# ---- block 1 ----
Figure 1. Wiring by layer (block 1).
Scale: 4 px per um.
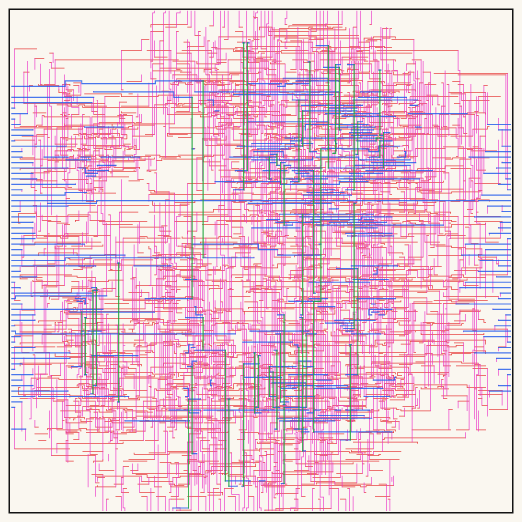

`config.mk`:
```
export PLATFORM = sky130hd
export DESIGN_NAME = pc_sequencer
export DESIGN_NICKNAME = d
export VERILOG_FILES = /design/src/rtl/pc_sequencer.sv
export SDC_FILE = /design/constraint.sdc
export NUM_CORES = 1
export LEC_CHECK = 0
export ABC_CLOCK_PERIOD_IN_PS = 3600
export CAP_MARGIN = 25
export CORE_MARGIN = 2
export CORE_UTILIZATION = 45
export DETAILED_ROUTE_END_ITERATION = 10
export PLACE_DENSITY = 0.83
export SLEW_MARGIN = 20
export SYNTH_ARGS = -nofsm -noshare
export SYNTH_HDL_FRONTEND = slang
export SYNTH_SLANG_ARGS = --single-unit
```
`constraint.sdc`:
```
create_clock -name clk -period 3.6 [get_ports clk]
set_clock_uncertainty 0.1 [all_clocks]
set_input_delay 1.08 -clock clk [delete_from_list [all_inputs] [get_ports clk]]
set_output_delay 1.08 -clock clk [all_outputs]
set_load 0.005 [all_outputs]
```
`src/rtl/pc_sequencer.sv`:
```
`timescale 1ns/1ps
`default_nettype none
// ============================================================================
//  Module   : pc_sequencer
//  Purpose  : Multi-cycle KGP-RISC sequencer. Owns PC and IR, steps each
//             instruction through fetch/decode/execute/memory/writeback.
//  Revision : 1.0  initial release
// ============================================================================
module pc_sequencer #(
    parameter logic [31:0] RESET_PC = 32'h0000_0000,
    parameter logic [5:0]  HALT_OP  = 6'b111111
) (
    input  logic        clk,
    input  logic        rst,
    input  logic        start,
    input  logic        imem_ack,
    input  logic [31:0] imem_rdata,
    input  logic        dmem_ack,
    input  logic        valid_jump,
    input  logic [31:0] rs_value,
    output logic [31:0] pc,
    output logic [31:0] ir,
    output logic        imem_req,
    output logic        dmem_req,
    output logic        dmem_we,
    output logic        alu_en,
    output logic        reg_we,
    output logic        link_we,
    output logic [31:0] link_data,
    output logic        halted,
    output logic [2:0]  state
);

    typedef enum logic [2:0] {
        S_IDLE   = 3'd0,
        S_FETCH  = 3'd1,
        S_DECODE = 3'd2,
        S_EXEC   = 3'd3,
        S_BRANCH = 3'd4,
        S_MEM    = 3'd5,
        S_WB     = 3'd6,
        S_HALT   = 3'd7
    } state_t;

    localparam logic [5:0] OP_BREG  = 6'b001011;
    localparam logic [5:0] OP_BL    = 6'b001101;
    localparam logic [5:0] OP_LOAD  = 6'b010000;
    localparam logic [5:0] OP_STORE = 6'b010001;

    state_t      cur;
    logic        taken;
    logic [31:0] tgt_reg;

    logic [5:0]  opcode;
    logic        is_branch;
    logic        is_load;
    logic        is_store;
    logic [31:0] pc_plus4;
    logic [31:0] branch_off;
    logic [31:0] branch_pc;

    assign opcode     = ir[31:26];
    assign is_branch  = (opcode[5:3] == 3'b001);
    assign is_load    = (opcode == OP_LOAD);
    assign is_store   = (opcode == OP_STORE);
    assign pc_plus4   = pc + 32'd4;
    assign branch_off = {{4{ir[25]}}, ir[25:0], 2'b00};

    always_comb begin
        branch_pc = pc_plus4;
        if (taken) begin
            branch_pc = (opcode == OP_BREG) ? tgt_reg : (pc_plus4 + branch_off);
        end
    end

    // Strobes decode the state register directly so reset kills them at once.
    assign state     = cur;
    assign imem_req  = (cur == S_FETCH);
    assign alu_en    = (cur == S_EXEC);
    assign dmem_req  = (cur == S_MEM);
    assign dmem_we   = (cur == S_MEM) && is_store;
    assign reg_we    = (cur == S_WB);
    assign link_we   = (cur == S_BRANCH) && (opcode == OP_BL);
    assign halted    = (cur == S_HALT);
    assign link_data = pc_plus4;

    always_ff @(posedge clk or posedge rst) begin
        if (rst) begin
            cur     <= S_IDLE;
            pc      <= RESET_PC;
            ir      <= 32'd0;
            taken   <= 1'b0;
            tgt_reg <= 32'd0;
        end else begin
            case (cur)
                S_IDLE: begin
                    if (start) cur <= S_FETCH;
                end
                S_FETCH: begin
                    if (imem_ack) begin
                        ir  <= imem_rdata;
                        cur <= S_DECODE;
                    end
                end
                S_DECODE: begin
                    cur <= (opcode == HALT_OP) ? S_HALT : S_EXEC;
                end
                S_EXEC: begin
                    taken   <= valid_jump;
                    tgt_reg <= rs_value;
                    if (is_branch)                cur <= S_BRANCH;
                    else if (is_load || is_store) cur <= S_MEM;
                    else                          cur <= S_WB;
                end
                S_BRANCH: begin
                    pc  <= branch_pc;
                    cur <= S_FETCH;
                end
                S_MEM: begin
                    if (dmem_ack) begin
                        if (is_load) begin
                            cur <= S_WB;
                        end else begin
                            pc  <= pc_plus4;
                            cur <= S_FETCH;
                        end
                    end
                end
                S_WB: begin
                    pc  <= pc_plus4;
                    cur <= S_FETCH;
                end
                S_HALT: begin
                    cur <= S_HALT;
                end
                default: begin
                    cur <= S_IDLE;
                end
            endcase
        end
    end

endmodule
`default_nettype wire

```
# ---- block 2 ----
## src/rtl/gelato_ibuffer_queue_pkg.sv

```systemverilog
// Shared types for the instruction buffer between I-Decode and Issue.
// Holds the default payload types, the per-warp entry record and the
// default buffer depth.
package gelato_ibuffer_queue_pkg;

  localparam int ADDR_W_DEF  = 32;
  localparam int THREADS_DEF = 32;
  localparam int INST_W      = 32;
  localparam int IBUF_DEPTH  = 4;

  typedef logic [ADDR_W_DEF-1:0]  addr_t;
  typedef logic [THREADS_DEF-1:0] thread_mask_t;
  typedef logic [INST_W-1:0]      inst_t;

  // warp_num is not stored: it is implied by which per-warp queue holds it
  typedef struct packed {
    addr_t        pc;
    thread_mask_t thread_mask;
    inst_t        inst;
  } ibuf_entry_t;

endpackage

```

## src/rtl/gelato_ibuffer_warp_fifo.sv

```systemverilog
// One per-warp synchronous FIFO of instruction-buffer entries.
// Ports: clk/rst (sync, active-high), push/push_data, pop, flush (clears
// the queue and wins over a same-cycle push/pop), head (entry at the read
// pointer), count/full/empty derived from registered state.
module gelato_ibuffer_warp_fifo
  import gelato_ibuffer_queue_pkg::*;
#(
  parameter int  DEPTH   = IBUF_DEPTH,
  parameter type entry_t = ibuf_entry_t,
  localparam int PTR_W   = $clog2(DEPTH),
  localparam int CNT_W   = $clog2(DEPTH + 1)
) (
  input  logic             clk,
  input  logic             rst,
  input  logic             push,
  input  entry_t           push_data,
  input  logic             pop,
  input  logic             flush,
  output entry_t           head,
  output logic [CNT_W-1:0] count,
  output logic             full,
  output logic             empty
);

  entry_t [DEPTH-1:0] mem_q, mem_d;
  logic   [PTR_W-1:0] rd_ptr_q, rd_ptr_d;
  logic   [PTR_W-1:0] wr_ptr_q, wr_ptr_d;
  logic   [CNT_W-1:0] count_q, count_d;
  logic               do_push, do_pop;

  assign full  = (count_q == CNT_W'(DEPTH));
  assign empty = (count_q == '0);
  assign count = count_q;
  assign head  = mem_q[rd_ptr_q];

  always_comb begin
    mem_d    = mem_q;
    rd_ptr_d = rd_ptr_q;
    wr_ptr_d = wr_ptr_q;
    count_d  = count_q;
    do_push  = push && !full;
    do_pop   = pop && !empty;
    if (flush) begin
      // flush drops any same-cycle push; stale data in mem is harmless
      rd_ptr_d = '0;
      wr_ptr_d = '0;
      count_d  = '0;
    end else begin
      if (do_push) begin
        mem_d[wr_ptr_q] = push_data;
        wr_ptr_d        = wr_ptr_q + PTR_W'(1);
      end
      if (do_pop) rd_ptr_d = rd_ptr_q + PTR_W'(1);
      case ({do_push, do_pop})
        2'b10:   count_d = count_q + CNT_W'(1);
        2'b01:   count_d = count_q - CNT_W'(1);
        default: count_d = count_q;
      endcase
    end
  end

  always_ff @(posedge clk) begin
    if (rst) begin
      mem_q    <= '0;
      rd_ptr_q <= '0;
      wr_ptr_q <= '0;
      count_q  <= '0;
    end else begin
      mem_q    <= mem_d;
      rd_ptr_q <= rd_ptr_d;
      wr_ptr_q <= wr_ptr_d;
      count_q  <= count_d;
    end
  end

endmodule

```

## src/rtl/gelato_ibuffer_queue.sv

```systemverilog
// Instruction buffer between I-Decode and Issue: one FIFO per warp,
// ready backpressure on the decode side, per-warp flush and round-robin
// issue selection among non-empty, non-stalled, non-flushed warps.
// Ports: in_* decode hand-off (in_ready = target warp not full),
// stall_mask, flush_valid/flush_warp_num, out_* issue hand-off,
// full_mask/empty_mask/count_o per-warp status from registered state.
module gelato_ibuffer_queue
  import gelato_ibuffer_queue_pkg::*;
#(
  parameter int  NUM_WARPS = 4,
  parameter int  DEPTH     = IBUF_DEPTH,
  parameter int  ADDR_W    = 32,
  parameter int  THREADS   = 32,
  localparam int WARP_W    = $clog2(NUM_WARPS),
  localparam int CNT_W     = $clog2(DEPTH + 1)
) (
  input  logic                       clk,
  input  logic                       rst,
  input  logic                       in_valid,
  output logic                       in_ready,
  input  logic [ADDR_W-1:0]          in_pc,
  input  logic [WARP_W-1:0]          in_warp_num,
  input  logic [THREADS-1:0]         in_thread_mask,
  input  inst_t                      in_inst,
  input  logic [NUM_WARPS-1:0]       stall_mask,
  input  logic                       flush_valid,
  input  logic [WARP_W-1:0]          flush_warp_num,
  output logic                       out_valid,
  input  logic                       out_ready,
  output logic [ADDR_W-1:0]          out_pc,
  output logic [WARP_W-1:0]          out_warp_num,
  output logic [THREADS-1:0]         out_thread_mask,
  output inst_t                      out_inst,
  output logic [NUM_WARPS-1:0]       full_mask,
  output logic [NUM_WARPS-1:0]       empty_mask,
  output logic [NUM_WARPS*CNT_W-1:0] count_o
);

  typedef struct packed {
    logic [ADDR_W-1:0]  pc;
    logic [THREADS-1:0] thread_mask;
    inst_t              inst;
  } entry_t;

  entry_t                 push_data;
  entry_t                 head [NUM_WARPS];
  logic [CNT_W-1:0]       cnt  [NUM_WARPS];
  logic [NUM_WARPS-1:0]   push, pop, flush, elig;
  logic [WARP_W-1:0]      rr_q, rr_d;
  logic [WARP_W-1:0]      winner, idx;
  logic                   sel_valid;

  assign push_data = '{pc: in_pc, thread_mask: in_thread_mask, inst: in_inst};
  // No pass-through: a full warp refuses input even if it pops this cycle
  assign in_ready  = !full_mask[in_warp_num];

  for (genvar g = 0; g < NUM_WARPS; g++) begin : g_warp
    assign push[g]  = in_valid && in_ready && (in_warp_num == WARP_W'(g));
    assign flush[g] = flush_valid && (flush_warp_num == WARP_W'(g));
    assign elig[g]  = !empty_mask[g] && !stall_mask[g] && !flush[g];
    assign pop[g]   = sel_valid && out_ready && (winner == WARP_W'(g));
    assign count_o[g*CNT_W +: CNT_W] = cnt[g];

    gelato_ibuffer_warp_fifo #(
      .DEPTH   (DEPTH),
      .entry_t (entry_t)
    ) u_fifo (
      .clk       (clk),
      .rst       (rst),
      .push      (push[g]),
      .push_data (push_data),
      .pop       (pop[g]),
      .flush     (flush[g]),
      .head      (head[g]),
      .count     (cnt[g]),
      .full      (full_mask[g]),
      .empty     (empty_mask[g])
    );
  end

  // Round-robin: first eligible warp scanning upward from rr_q; the
  // power-of-two warp count makes the index addition wrap on its own.
  always_comb begin
    sel_valid = 1'b0;
    winner    = '0;
    idx       = '0;
    for (int k = 0; k < NUM_WARPS; k++) begin
      idx = rr_q + WARP_W'(k);
      if (!sel_valid && elig[idx]) begin
        sel_valid = 1'b1;
        winner    = idx;
      end
    end
  end

  always_comb begin
    out_valid       = sel_valid;
    out_warp_num    = '0;
    out_pc          = '0;
    out_thread_mask = '0;
    out_inst        = '0;
    if (sel_valid) begin
      out_warp_num    = winner;
      out_pc          = head[winner].pc;
      out_thread_mask = head[winner].thread_mask;
      out_inst        = head[winner].inst;
    end
  end

  assign rr_d = (sel_valid && out_ready) ? winner + WARP_W'(1) : rr_q;

  always_ff @(posedge clk) begin
    if (rst) rr_q <= '0;
    else     rr_q <= rr_d;
  end

endmodule

```

## config.mk

```make
export PLATFORM = sky130hd
export DESIGN_NAME = gelato_ibuffer_queue
export DESIGN_NICKNAME = d
export VERILOG_FILES = /design/src/rtl/gelato_ibuffer_queue_pkg.sv /design/src/rtl/gelato_ibuffer_warp_fifo.sv /design/src/rtl/gelato_ibuffer_queue.sv
export SDC_FILE = /design/constraint.sdc
export NUM_CORES = 2
export LEC_CHECK = 0
export ABC_AREA = 1
export CAP_MARGIN = 20
export CORE_ASPECT_RATIO = 1.25
export CORE_MARGIN = 2
export CORE_UTILIZATION = 30
export CTS_BUF_LIST = sky130_fd_sc_hd__clkbuf_16
export CTS_CLUSTER_DIAMETER = 30
export DETAILED_ROUTE_END_ITERATION = 10
export PLACE_DENSITY_LB_ADDON = 0.08
export SETUP_SLACK_MARGIN = 0.2
export SLEW_MARGIN = 20
export SYNTH_ARGS = -nofsm -noshare
export SYNTH_HDL_FRONTEND = slang
export SYNTH_SLANG_ARGS = --single-unit
```

## constraint.sdc

```tcl
create_clock -name clk -period 8.15 [get_ports clk]
set_clock_uncertainty 0.2 [all_clocks]
set_input_delay 1.2225 -clock clk [delete_from_list [all_inputs] [get_ports clk]]
set_output_delay 1.2225 -clock clk [all_outputs]
set_load 0.02 [all_outputs]
```

# ---- block 3 ----
$ cat src/rtl/serial_subtractor.sv
// Bit-serial subtractor: computes a - b - bin LSB first over WIDTH cycles using an IDLE/RUN/DONE FSM.
// Optional macro SERIAL_SUBTRACTOR_OVF_EN adds a signed-overflow output ovf.
module serial_subtractor #(
    parameter int WIDTH = 8
) (
    input  logic             clk,
    input  logic             rst,
    input  logic             start,
    input  logic [WIDTH-1:0] a,
    input  logic [WIDTH-1:0] b,
    input  logic             bin,
    output logic             busy,
    output logic             done,
    output logic [WIDTH-1:0] diff,
    output logic             bout
`ifdef SERIAL_SUBTRACTOR_OVF_EN
    ,
    output logic             ovf
`endif
);

    localparam int CW = $clog2(WIDTH);

    typedef enum logic [1:0] {
        IDLE,
        RUN,
        DONE
    } state_t;

    state_t           state_q, state_d;
    logic [CW-1:0]    cnt_q, cnt_d;
    logic [WIDTH-1:0] a_q, a_d;
    logic [WIDTH-1:0] b_q, b_d;
    logic [WIDTH-1:0] res_q, res_d;
    logic [WIDTH-1:0] diff_q, diff_d;
    logic             br_q, br_d;
    logic             bout_q, bout_d;
`ifdef SERIAL_SUBTRACTOR_OVF_EN
    logic             ovf_q, ovf_d;
`endif

    logic a_bit, b_bit, d_bit, br_next, last_bit, load;

    // Operands shift right each RUN cycle so bit 0 is always the bit being processed.
    assign a_bit    = a_q[0];
    assign b_bit    = b_q[0];
    assign d_bit    = a_bit ^ b_bit ^ br_q;
    assign br_next  = (~a_bit & b_bit) | (~(a_bit ^ b_bit) & br_q);
    assign last_bit = (cnt_q == CW'(WIDTH - 1));
    assign load     = start && (state_q != RUN);

    always_comb begin
        state_d = state_q;
        cnt_d   = cnt_q;
        a_d     = a_q;
        b_d     = b_q;
        res_d   = res_q;
        diff_d  = diff_q;
        br_d    = br_q;
        bout_d  = bout_q;
`ifdef SERIAL_SUBTRACTOR_OVF_EN
        ovf_d   = ovf_q;
`endif
        case (state_q)
            RUN: begin
                a_d   = a_q >> 1;
                b_d   = b_q >> 1;
                br_d  = br_next;
                res_d = {d_bit, res_q[WIDTH-1:1]};
                cnt_d = cnt_q + CW'(1);
                if (last_bit) begin
                    // Publish the finished word; diff/bout hold here until the next completion.
                    cnt_d   = '0;
                    state_d = DONE;
                    diff_d  = {d_bit, res_q[WIDTH-1:1]};
                    bout_d  = br_next;
`ifdef SERIAL_SUBTRACTOR_OVF_EN
                    ovf_d   = br_q ^ br_next;
`endif
                end
            end
            DONE: begin
                state_d = IDLE;
            end
            default: begin
                state_d = IDLE;
            end
        endcase
        if (load) begin
            state_d = RUN;
            cnt_d   = '0;
            a_d     = a;
            b_d     = b;
            br_d    = bin;
            res_d   = '0;
        end
    end

    always_ff @(posedge clk or posedge rst) begin
        if (rst) begin
            state_q <= IDLE;
            cnt_q   <= '0;
            a_q     <= '0;
            b_q     <= '0;
            res_q   <= '0;
            diff_q  <= '0;
            br_q    <= 1'b0;
            bout_q  <= 1'b0;
`ifdef SERIAL_SUBTRACTOR_OVF_EN
            ovf_q   <= 1'b0;
`endif
        end else begin
            state_q <= state_d;
            cnt_q   <= cnt_d;
            a_q     <= a_d;
            b_q     <= b_d;
            res_q   <= res_d;
            diff_q  <= diff_d;
            br_q    <= br_d;
            bout_q  <= bout_d;
`ifdef SERIAL_SUBTRACTOR_OVF_EN
            ovf_q   <= ovf_d;
`endif
        end
    end

    assign busy = (state_q == RUN);
    assign done = (state_q == DONE);
    assign diff = diff_q;
    assign bout = bout_q;
`ifdef SERIAL_SUBTRACTOR_OVF_EN
    assign ovf  = ovf_q;
`endif

endmodule
$ cat config.mk
export PLATFORM = sky130hd
export DESIGN_NAME = serial_subtractor
export DESIGN_NICKNAME = d
export VERILOG_FILES = /design/src/rtl/serial_subtractor.sv
export SDC_FILE = /design/constraint.sdc
export NUM_CORES = 1
export LEC_CHECK = 0
export CAP_MARGIN = 10
export CORE_ASPECT_RATIO = 0.9
export CORE_MARGIN = 8
export CORE_UTILIZATION = 30
export DETAILED_ROUTE_END_ITERATION = 7
export GPL_ROUTABILITY_DRIVEN = 0
export PLACE_DENSITY = 0.51
export SYNTH_ARGS = -nofsm -noshare
export SYNTH_HDL_FRONTEND = slang
export SYNTH_SLANG_ARGS = --single-unit
export TNS_END_PERCENT = 5
$ cat constraint.sdc
create_clock -name clk -period 4.7 [get_ports clk]
set_input_delay 0.94 -clock clk [delete_from_list [all_inputs] [get_ports clk]]
set_output_delay 0.94 -clock clk [all_outputs]
set_load 0.01 [all_outputs]
# ---- block 4 ----
[src/rtl/sfi_pkg.sv]
// sfi_pkg: shared types and defaults for the sfi_guard address guard.
//   region_t    : one sandbox region entry (base, mask, enable). Base and mask
//                 are held at the maximum supported width and zero-extended
//                 from ADDR_W, so a single packed type serves every instance.
//   fault_st_t  : sticky fault state machine encoding (OK / FAULTED).
//   *_DEF       : default parameter values for sfi_guard.
//   idx_width() : region index width, never less than 1 bit.
package sfi_pkg;

  localparam int SFI_MAX_ADDR_W      = 64;
  localparam int SFI_ADDR_W_DEF      = 64;
  localparam int SFI_NUM_REGIONS_DEF = 4;
  localparam int SFI_CNT_W_DEF       = 16;

  typedef struct packed {
    logic [SFI_MAX_ADDR_W-1:0] base;
    logic [SFI_MAX_ADDR_W-1:0] mask;
    logic                      en;
  } region_t;

  typedef enum logic {
    SFI_OK      = 1'b0,
    SFI_FAULTED = 1'b1
  } fault_st_t;

  function automatic int idx_width(input int n);
    return (n > 1) ? $clog2(n) : 1;
  endfunction

endpackage

[src/rtl/sfi_region_match.sv]
// sfi_region_match: purely combinational region hit detection.
//   i_table : region table (base/mask/en per region)
//   i_addr  : address under test
//   o_hit   : one bit per region, set when the region is enabled and the
//             address agrees with the base on every bit selected by the mask
module sfi_region_match
  import sfi_pkg::*;
#(
  parameter int ADDR_W      = SFI_ADDR_W_DEF,
  parameter int NUM_REGIONS = SFI_NUM_REGIONS_DEF
) (
  input  region_t [NUM_REGIONS-1:0] i_table,
  input  logic    [ADDR_W-1:0]      i_addr,
  output logic    [NUM_REGIONS-1:0] o_hit
);

  logic [SFI_MAX_ADDR_W-1:0] w_addr;

  // Table entries are stored zero-extended, so the extended address compares
  // cleanly on the unused upper bits.
  assign w_addr = SFI_MAX_ADDR_W'(i_addr);

  always_comb begin
    o_hit = '0;
    for (int i = 0; i < NUM_REGIONS; i++) begin
      o_hit[i] = i_table[i].en &&
                 ((w_addr & i_table[i].mask) == (i_table[i].base & i_table[i].mask));
    end
  end

endmodule

[src/rtl/sfi_guard.sv]
// sfi_guard: registered multi-region software-fault-isolation address guard.
// Sits between effective-address generation and the memory request port.
// Legal addresses pass through; illegal ones are zeroed, flagged, latched into
// a sticky fault and counted. One output register with valid/ready handshake.
//
// Optional feature macro: SFI_VIOL_CNT_EN
//   defined   : viol_cnt and fault_addr are implemented
//   undefined : viol_cnt and fault_addr are tied to zero (no registers)
//
// Ports:
//   clk, rst_n             clock, asynchronous active-low reset
//   cfg_we/idx/base/mask/en region table write port (ignored while locked)
//   cfg_lock               pulse: lock the table until reset
//   in_valid/in_ready/ri   request handshake and effective address
//   out_valid/out_ready    result handshake
//   ro, out_fault          sanitised address and per-result violation flag
//   fault, fault_clr       sticky violation flag and its clear
//   fault_addr             first offending address since last clear
//   viol_cnt               saturating violation count
//   locked                 table lock status
module sfi_guard
  import sfi_pkg::*;
#(
  parameter int ADDR_W      = SFI_ADDR_W_DEF,
  parameter int NUM_REGIONS = SFI_NUM_REGIONS_DEF,
  parameter int IDX_W       = idx_width(NUM_REGIONS),
  parameter int CNT_W       = SFI_CNT_W_DEF
) (
  input  logic              clk,
  input  logic              rst_n,
  input  logic              cfg_we,
  input  logic [IDX_W-1:0]  cfg_idx,
  input  logic [ADDR_W-1:0] cfg_base,
  input  logic [ADDR_W-1:0] cfg_mask,
  input  logic              cfg_en,
  input  logic              cfg_lock,
  input  logic              in_valid,
  output logic              in_ready,
  input  logic [ADDR_W-1:0] ri,
  output logic              out_valid,
  input  logic              out_ready,
  output logic [ADDR_W-1:0] ro,
  output logic              out_fault,
  output logic              fault,
  input  logic              fault_clr,
  output logic [ADDR_W-1:0] fault_addr,
  output logic [CNT_W-1:0]  viol_cnt,
  output logic              locked
);

  region_t [NUM_REGIONS-1:0] r_table;
  logic                      r_locked;
  logic                      r_out_valid;
  logic [ADDR_W-1:0]         r_ro;
  logic                      r_out_fault;
  fault_st_t                 r_state;

  logic [NUM_REGIONS-1:0]    w_hit;
  logic                      w_legal;
  logic                      w_accept;
  logic                      w_viol;

  sfi_region_match #(
    .ADDR_W      (ADDR_W),
    .NUM_REGIONS (NUM_REGIONS)
  ) u_match (
    .i_table (r_table),
    .i_addr  (ri),
    .o_hit   (w_hit)
  );

  assign w_legal  = |w_hit;
  assign in_ready = !r_out_valid || out_ready;
  assign w_accept = in_valid && in_ready;
  assign w_viol   = w_accept && !w_legal;

  // Region table and lock. The match above reads r_table, so a write lands
  // after any request accepted in the same cycle has been checked. A write
  // coinciding with cfg_lock still completes because the lock is not yet set.
  always_ff @(posedge clk or negedge rst_n) begin
    if (!rst_n) begin
      r_table  <= '0;
      r_locked <= 1'b0;
    end else begin
      if (cfg_we && !r_locked) begin
        for (int i = 0; i < NUM_REGIONS; i++) begin
          if (cfg_idx == IDX_W'(i)) begin
            r_table[i].base <= SFI_MAX_ADDR_W'(cfg_base);
            r_table[i].mask <= SFI_MAX_ADDR_W'(cfg_mask);
            r_table[i].en   <= cfg_en;
          end
        end
      end
      if (cfg_lock) begin
        r_locked <= 1'b1;
      end
    end
  end

  // Output stage: a new result loads on acceptance; a stalled result holds.
  always_ff @(posedge clk or negedge rst_n) begin
    if (!rst_n) begin
      r_out_valid <= 1'b0;
      r_ro        <= '0;
      r_out_fault <= 1'b0;
    end else if (w_accept) begin
      r_out_valid <= 1'b1;
      r_ro        <= w_legal ? ri : '0;
      r_out_fault <= !w_legal;
    end else if (out_ready) begin
      r_out_valid <= 1'b0;
    end
  end

  // Sticky fault state; a violation takes priority over a simultaneous clear.
  always_ff @(posedge clk or negedge rst_n) begin
    if (!rst_n) begin
      r_state <= SFI_OK;
    end else begin
      case (r_state)
        SFI_OK: begin
          if (w_viol) r_state <= SFI_FAULTED;
        end
        SFI_FAULTED: begin
          if (fault_clr && !w_viol) r_state <= SFI_OK;
        end
        default: r_state <= SFI_OK;
      endcase
    end
  end

`ifdef SFI_VIOL_CNT_EN
  logic [CNT_W-1:0]  r_viol_cnt;
  logic [ADDR_W-1:0] r_fault_addr;

  // fault_addr follows the first violation since the last clear; a clear in
  // the same cycle as a violation re-arms capture for that violation.
  always_ff @(posedge clk or negedge rst_n) begin
    if (!rst_n) begin
      r_viol_cnt   <= '0;
      r_fault_addr <= '0;
    end else if (w_viol) begin
      if (r_viol_cnt != '1) begin
        r_viol_cnt <= r_viol_cnt + 1'b1;
      end
      if ((r_state == SFI_OK) || fault_clr) begin
        r_fault_addr <= ri;
      end
    end
  end

  assign viol_cnt   = r_viol_cnt;
  assign fault_addr = r_fault_addr;
`else
  assign viol_cnt   = '0;
  assign fault_addr = '0;
`endif

  assign out_valid = r_out_valid;
  assign ro        = r_ro;
  assign out_fault = r_out_fault;
  assign fault     = (r_state == SFI_FAULTED);
  assign locked    = r_locked;

endmodule

[config.mk]
export PLATFORM = sky130hd
export DESIGN_NAME = sfi_guard
export DESIGN_NICKNAME = d
export VERILOG_FILES = /design/src/rtl/sfi_pkg.sv /design/src/rtl/sfi_region_match.sv /design/src/rtl/sfi_guard.sv
export SDC_FILE = /design/constraint.sdc
export NUM_CORES = 1
export LEC_CHECK = 0
export CORE_MARGIN = 10
export CORE_UTILIZATION = 30
export CTS_CLUSTER_DIAMETER = 50
export DETAILED_ROUTE_END_ITERATION = 6
export GPL_TIMING_DRIVEN = 0
export HOLD_SLACK_MARGIN = 0.06
export SLEW_MARGIN = 5
export SYNTH_ARGS = -nofsm -noshare
export SYNTH_HDL_FRONTEND = slang
export SYNTH_HIERARCHICAL = 1
export SYNTH_SLANG_ARGS = --single-unit
[constraint.sdc]
create_clock -name clk -period 3 [get_ports clk]
set_clock_uncertainty 0.15 [all_clocks]
set_input_delay 0.6 -clock clk [delete_from_list [all_inputs] [get_ports clk]]
set_output_delay 0.6 -clock clk [all_outputs]
set_load 0.01 [all_outputs]

==> screenshots <==
Placement density heat map.
shot_01.png
Scale: 1 px per um. The die is cut into 32 by 32 equal tiles; white is low, dark blue is high, 0 to 100% covered.
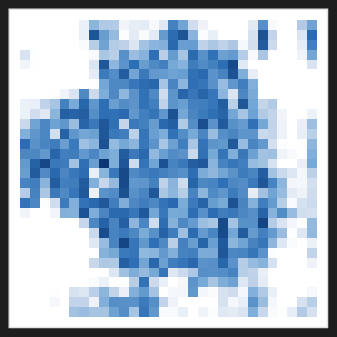
shot_02.png
The die is cut into 22 by 27 equal tiles; white is low, dark blue is high, 0 to 100% covered.
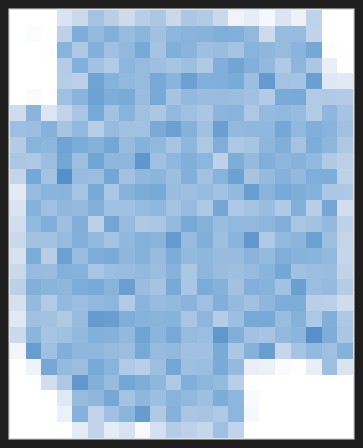
shot_03.png
Scale: 3 px per um. The die is cut into 13 by 13 equal tiles; white is low, dark blue is high, 0 to 100% covered.
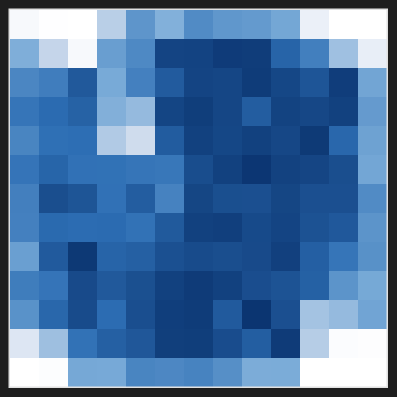
shot_04.png
Scale: 4 px per um. The die is cut into 10 by 9 equal tiles; white is low, dark blue is high, 0 to 100% covered.
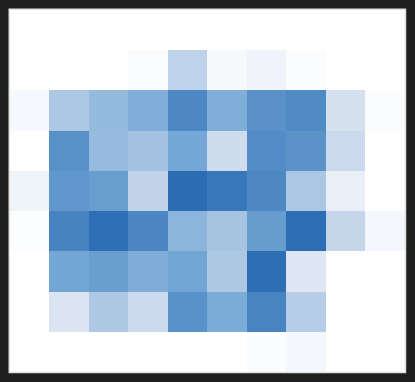
shot_03.png is block 1.
shot_04.png is block 3.
shot_01.png is block 4.
shot_02.png is block 2.

Key to shot_03.png:
tiles over 75% full: 54%
fullest tile: 98%
nearly empty tiles: 6.5%
mean over tiles: 69%

Figure 2. Wiring by layer (block 3).
Scale: 4 px per um.
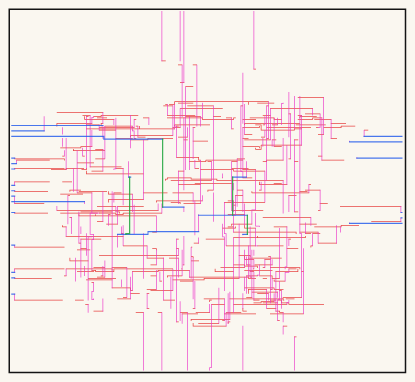
legend:
  metal 3:
    color: blue
    wire_length: 186 um
  metal 4:
    color: green
    wire_length: 46.5 um
  metal 2:
    color: magenta
    wire_length: 1470 um
  metal 1:
    color: red
    wire_length: 1500 um

==> flow_summary.json, block 3 <==
{
  "run_status": "finished, final reports clean",
  "synth_top_area_share": 0.515,
  "yosysWarningCount": 0,
  "comb_share": 0.342,
  "nNonClkInverters": 7,
  "max_slew.worst_pin.slew_ns": 0.538,
  "postSynth.topFlopCell": "dfrtp_1",
  "power.sequential.total_mw": 0.557,
  "layout.sequential_cells": 38,
  "globalRoute.totalOverflow": 0,
  "crit_end": "busy",
  "hold-path-endpoint": "b_q[0]",
  "grt_setup_unrepaired": "false",
  "synth.yosys.seq_area_share": 0.515,
  "postCtsResizedCells": 0,
  "layout_top_cell": "dfrtp_1",
  "clk_latency_ns": 0.29,
  "p_comb_frac": 0.404,
  "fin_setup_tns_ns": 0,
  "clockNetworkAreaShare": 0.0593,
  "drv.max_cap_violation_count": 0,
  "synth-edff-count": 0,
  "clkTransAtPathRegs_ns": 0.08
}
-- block 3: critical path: stages (launching register included) --
cell	delay [ns]
dfrtp_1	0.40
nand2b_1	0.12
buf_4	0.38
inv_1	0.14
clkdlybuf4s50_1	0.51
-- block 3: flip-flops by register name, indices dropped and copies added (netlist names) --
signal / count
diff: 8
a_q: 8
b_q: 8
bout: 1
res_q: 7
br_q: 1
state_q: 2
cnt_q: 3
-- block 3: kinds of logic after synthesis --
family,synth area share
AOI/OAI and AO/OA,0.00949
buffers and inverters,0.0549
muxes,0.344
DFF,0.515
and+or+nand+nor,0.0522
adders and majority gates,0.0244
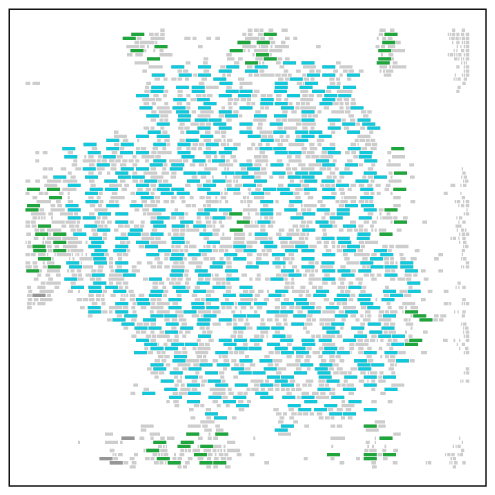
Figure 3: block 4, where the registers sit.
Scale: 1.5 px per um. Other sequential cells in the stronger gray, the rest of the logic in the fainter gray.
legend:
  r_table:
    color: cyan
    flops: 516
  ro:
    color: green
    flops: 64
    where: all over the die

==> flow_summary.json, block 4 <==
{
  "synthesized_chip_area_reported_by_yosys_um2": 26400,
  "worst_slack_ns": -0.118,
  "report.final.setup_viol": 65,
  "grt_setup_unrepaired": "true",
  "final_max_tran_viols": 0,
  "ir_worst_vdd_uv": 441,
  "layout.cells.most_common_list": "dfrtp_1, mux2_2, xor2_1",
  "failed_checks": "setup timing",
  "synth_stat.cells": 1831,
  "p_comb_frac": 0.110,
  "signal_buffer_area_fraction": 0.125,
  "power.sequential.total_mw": 8.62,
  "route.final.wire_length_um": 99700,
  "area_growth_pct": 33.2,
  "postCtsResizedCells": 111,
  "synth.yosys.seq_area_share": 0.553,
  "synth.top_cells.by_area": "dfrtp_1, mux2_2, xor2_1, buf_4, mux2_4",
  "yosys-top-cells-count": "dfrtp_1, mux2_2, xor2_1, buf_4, nand3_1",
  "setup.worst_path.end_class": "flip-flop",
  "number_of_levels_the_h_tree_was_split_into": 3,
  "crit_end": "ro[31]",
  "max_slew.worst_pin.slew_ns": 1.40,
  "nNonClkInverters": 1,
  "drt_first_iter_violations": 1255,
  "synth.cellmix.compoundShare": 0.0621,
  "top_cell_type_by_instance_count_after_synthesis": "dfrtp_1",
  "ratio_of_cells_with_drive_above_1_in_the_final_layout": 0.388,
  "clockNetworkAreaShare": 0.0819,
  "fill_cells": 7996,
  "run_status": "complete, but fails checks",
  "synth_area_um2": 26400,
  "layout_top_cell": "dfrtp_1",
  "power.leakage_nw": 16.6,
  "timing_hold_violations_final": 0,
  "firstDrtPassIters": 7,
  "nClkBuffers": 102,
  "power_density_nw_per_um2": 601,
  "worst_setup_path_category": "in2reg"
}
==> block 4: critical path: stages <==
cell,delay (ns)
clkdlybuf4s50_1,0.65
xor2_1,0.50
a22oi_1,0.19
nand4_1,0.22
nor4_4,0.06
nor4_4,0.65
buf_12,0.28
clkbuf_16,0.21
o2bb2ai_4,0.06
==> block 4: metal layers <==
layer	share of wire	wire length, um	GRT usage	up-vias
met5	0.0017	171	0	-
met4	0.032	3160	0.0663	30
met3	0.074	7340	0.0490	155
met2	0.47	47000	0.309	609
met1	0.42	42000	0.246	9206
li1	-	-	-	7395
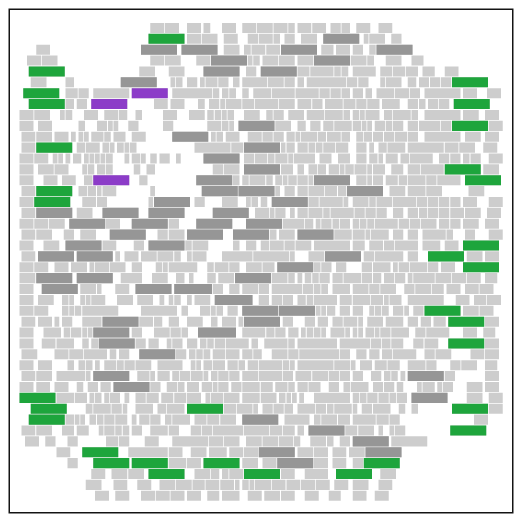
Figure 4: block 1, where the registers sit.
Scale: 4 px per um. Other sequential cells in the stronger gray, the rest of the logic in the fainter gray.
legend:
  ir:
    color: green
    flops: 32
    where: all over the die
  state:
    color: purple
    flops: 3
not colored: 65

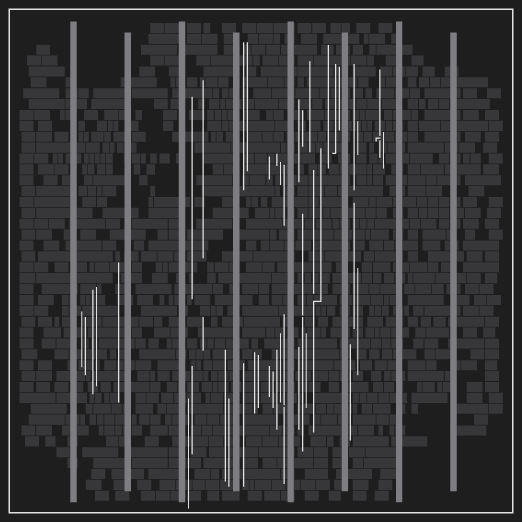
Figure 5: block 1, signal wires on met4.
Scale: 4 px per um. Supply wires on this layer in gray.
main direction: vertical
wire length on this layer: 1040 um

About Figure 1:
legend:
  metal 1:
    color: red
    wire_length: 9540 um
  metal 3:
    color: blue
    wire_length: 2490 um
  metal 2:
    color: magenta
    wire_length: 12200 um
  metal 4:
    color: green
    wire_length: 1040 um

==> flow_summary.json, block 1 <==
{
  "nNonClkInverters": 15,
  "layout.cells.most_common_list": "buf_4, clkdlybuf4s50_1, dfrtp_1",
  "run_status": "complete, but fails checks",
  "hold-path-endpoint": "pc[1]",
  "route.met2.wl_um": 12200,
  "synth.yosys.seq_area_share": 0.377,
  "layout.cells.non_filler": 1245,
  "hold_start": "tgt_reg[1]",
  "relSlewSlack": 0.530,
  "clkTransAtPathRegs_ns": 0.08,
  "num_io_pins": 176,
  "initCoreUtil": 0.459,
  "global_route_wire_length_before_repair_um": 37800,
  "number_of_levels_the_h_tree_was_split_into": 3,
  "grt_antenna_before_repair": 0,
  "synth_adder_area_share": 0.0708,
  "core.rowCount": 44,
  "nClkBuffers": 10,
  "area_enclosed_by_the_die_boundary_um2": 15800,
  "r2r_slack_ns": -0.20,
  "worstPathArrival_ns": 2.65,
  "logic_area_um2": 4720,
  "route.final.wire_length_um": 25300,
  "final_clock_period_utilization_by_the_worst_path": 1.06,
  "grt_setup_unrepaired": "true",
  "p_comb_frac": 0.739,
  "critical_path.max_stage_delay_ns": 0.57,
  "ff2ff_path_depth": 15,
  "synth_area_um2": 6650,
  "r2r-start": "pc[13]",
  "groute.usage.overall": 0.300,
  "failed_checks": "setup timing",
  "power.share.clock": 0.078,
  "tap_cells": 184,
  "power_density_nw_per_um2": 1140,
  "drt_first_iter_violations": 686,
  "wl_per_cell_um": 20.3,
  "yosysWarningCount": 0,
  "globalRoute.totalOverflow": 0,
  "signal_buffer_area_fraction": 0.292,
  "postCtsResizedCells": 118,
  "drcViolationCount": 0,
  "grt_start_max_net_pins": 44,
  "syn-instance-count": 718,
  "die_w_um": 126,
  "worst_slack_ns": -0.231,
  "power_switching_mw": 5.58,
  "post_drt_via_cell_ratio": 6.00,
  "hold_depth": 1,
  "grt.met1_usage": 0.366,
  "ir_worst_vdd_uv": 630,
  "setup.worst_path.end_class": "output pin",
  "chipHeight_um": 126,
  "postSynthRegisterBits": 100,
  "internal_power_mw": 7.03,
  "report.final.setup_viol": 17,
  "post-route-cell-area_um2": 11000,
  "crit_fanout": 4,
  "worstPathRequired_ns": 2.42,
  "power.leakage_nw": 4.74
}
-- block 1: power by group through the flow --
| stage | logic [mW] | clock network, mW | registers, mW |
|---|---|---|---|
| 6_report | 9.32 | 0.990 | 2.30 |
| 5_1_grt | 9.91 | 1.06 | 2.38 |
| 4_1_cts | 8.19 | 1.00 | 2.26 |
| 3_5_place_dp | 7.50 | 0 | 2.25 |
| 3_3_place_gp | 7.37 | 0 | 2.22 |
| 2_1_floorplan | 4.01 | 0 | 2.23 |
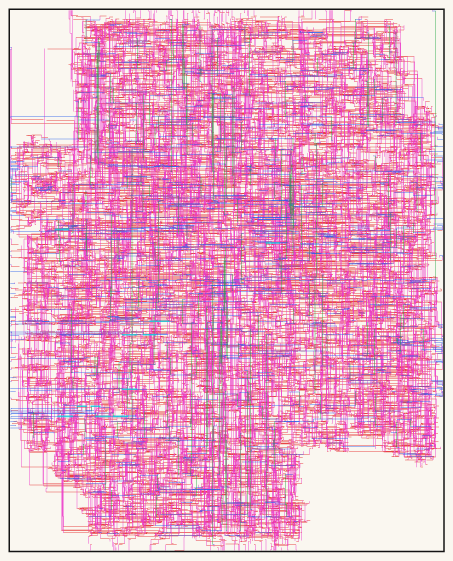
Figure 6: block 2, wiring by layer.
Scale: 1 px per um.
legend:
  metal 5:
    color: cyan
    wire_length: 142 um
  metal 3:
    color: blue
    wire_length: 17500 um
  metal 4:
    color: green
    wire_length: 8370 um
  metal 2:
    color: magenta
    wire_length: 138 mm
  metal 1:
    color: red
    wire_length: 132 mm

==> flow_summary.json, block 2 <==
{
  "run_status": "finished, final reports clean",
  "synthXorXnorAreaFrac": 0.000633,
  "clock_tree_from_tritoncts": "built",
  "route.final.wire_length_um": 297000,
  "grt_antenna_before_repair": 28,
  "r2r-start": "g_warp[0].u_fifo.count[0]",
  "chipHeight_um": 541,
  "grt_setup_unrepaired": "false",
  "post-place-cells": 12600,
  "power.combinational.total_mw": 6.17,
  "drcViolationCount": 0,
  "hold_start": "g_warp[1].u_fifo.mem_q[344]",
  "flop_area_um2": 31400,
  "critical-path-slowest-cell": "nand2_4",
  "ff2ff_path_depth": 13,
  "number_of_levels_the_h_tree_was_split_into": 5,
  "layout.cells.most_common_list": "nor2_1, dfxtp_1, o21ai_0",
  "worst_r2r_endpoint": "g_warp[3].u_fifo.mem_q[335]",
  "post_synth_num_cell_types": 32,
  "clk_latency_ns": 0.87,
  "tap_cells": 3084,
  "drv.max_cap_violation_count": 0,
  "powerClk_mw": 15.5,
  "logic_area_um2": 33700,
  "crit_cells": 15,
  "firstDrtPassIters": 6,
  "signal_buffers": 328,
  "drt-met1-wl_um": 132000,
  "fin_setup_tns_ns": 0,
  "clock_path_buffers": 4,
  "die_w_um": 433,
  "grt_start_max_net_pins": 255,
  "globalplace.congestion": 0.789,
  "synthesized_chip_area_reported_by_yosys_um2": 69100,
  "post_drt_via_cell_ratio": 5.11,
  "timing_hold_violations_final": 0
}
-- block 2: cells in the mapped netlist --
library cell,number
o21a_1,3
or2_2,4
buf_6,2
inv_2,26
nand2_2,2
a21oi_2,1
nand3_1,37
ha_1,20
nor2_4,1
clkinv_1,5
o22ai_1,2
xnor2_1,1
nor2_2,11
a21oi_1,413
dfxtp_1,1566
o21ai_1,139
fa_1,4
buf_4,57
a211oi_1,1
nand4_1,14
nand2_1,1503
xor2_1,4
clkbuf_1,687
nor2_1,3481
nand2_4,1
a32o_1,289
nand3_2,4
inv_1,59
o21ai_0,1505
buf_2,149
a32oi_1,95
buf_1,19


==> notes/layouts.md <==
Pictures saved along the way, in no particular order.

The clock network.
Plate I
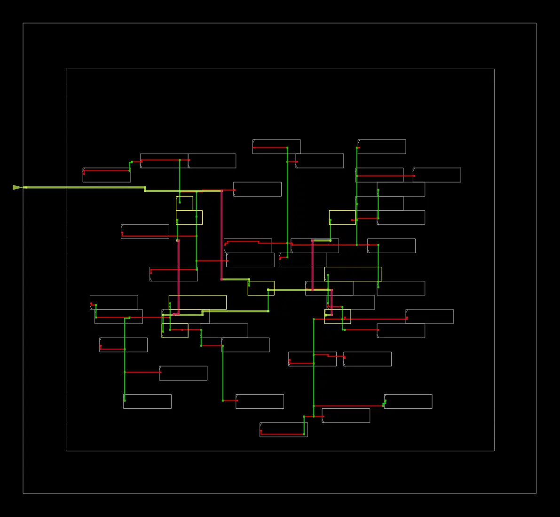
Plate II
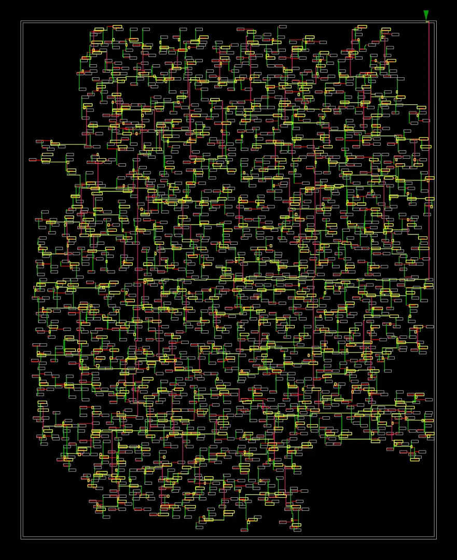
Plate III
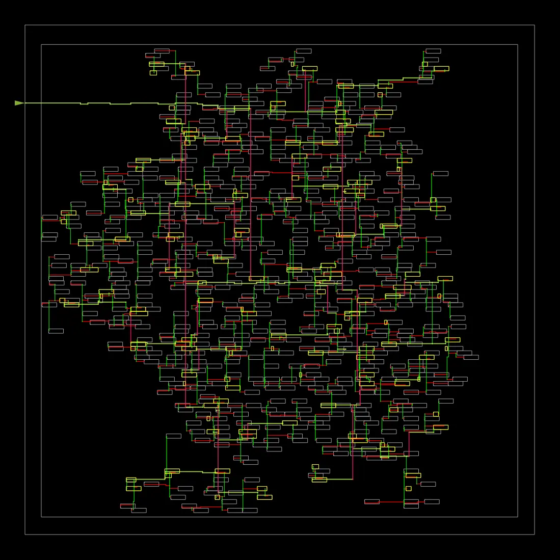
Plate IV
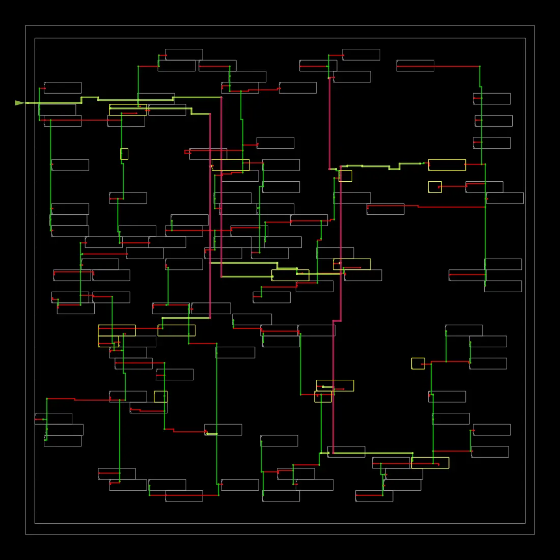
Plate I is block 3.
Plate IV is block 1.
Plate II is block 2.
Plate III is block 4.
The one with the fewest sequential cells is Plate I.

Power is estimated from default activity; no workload was simulated.
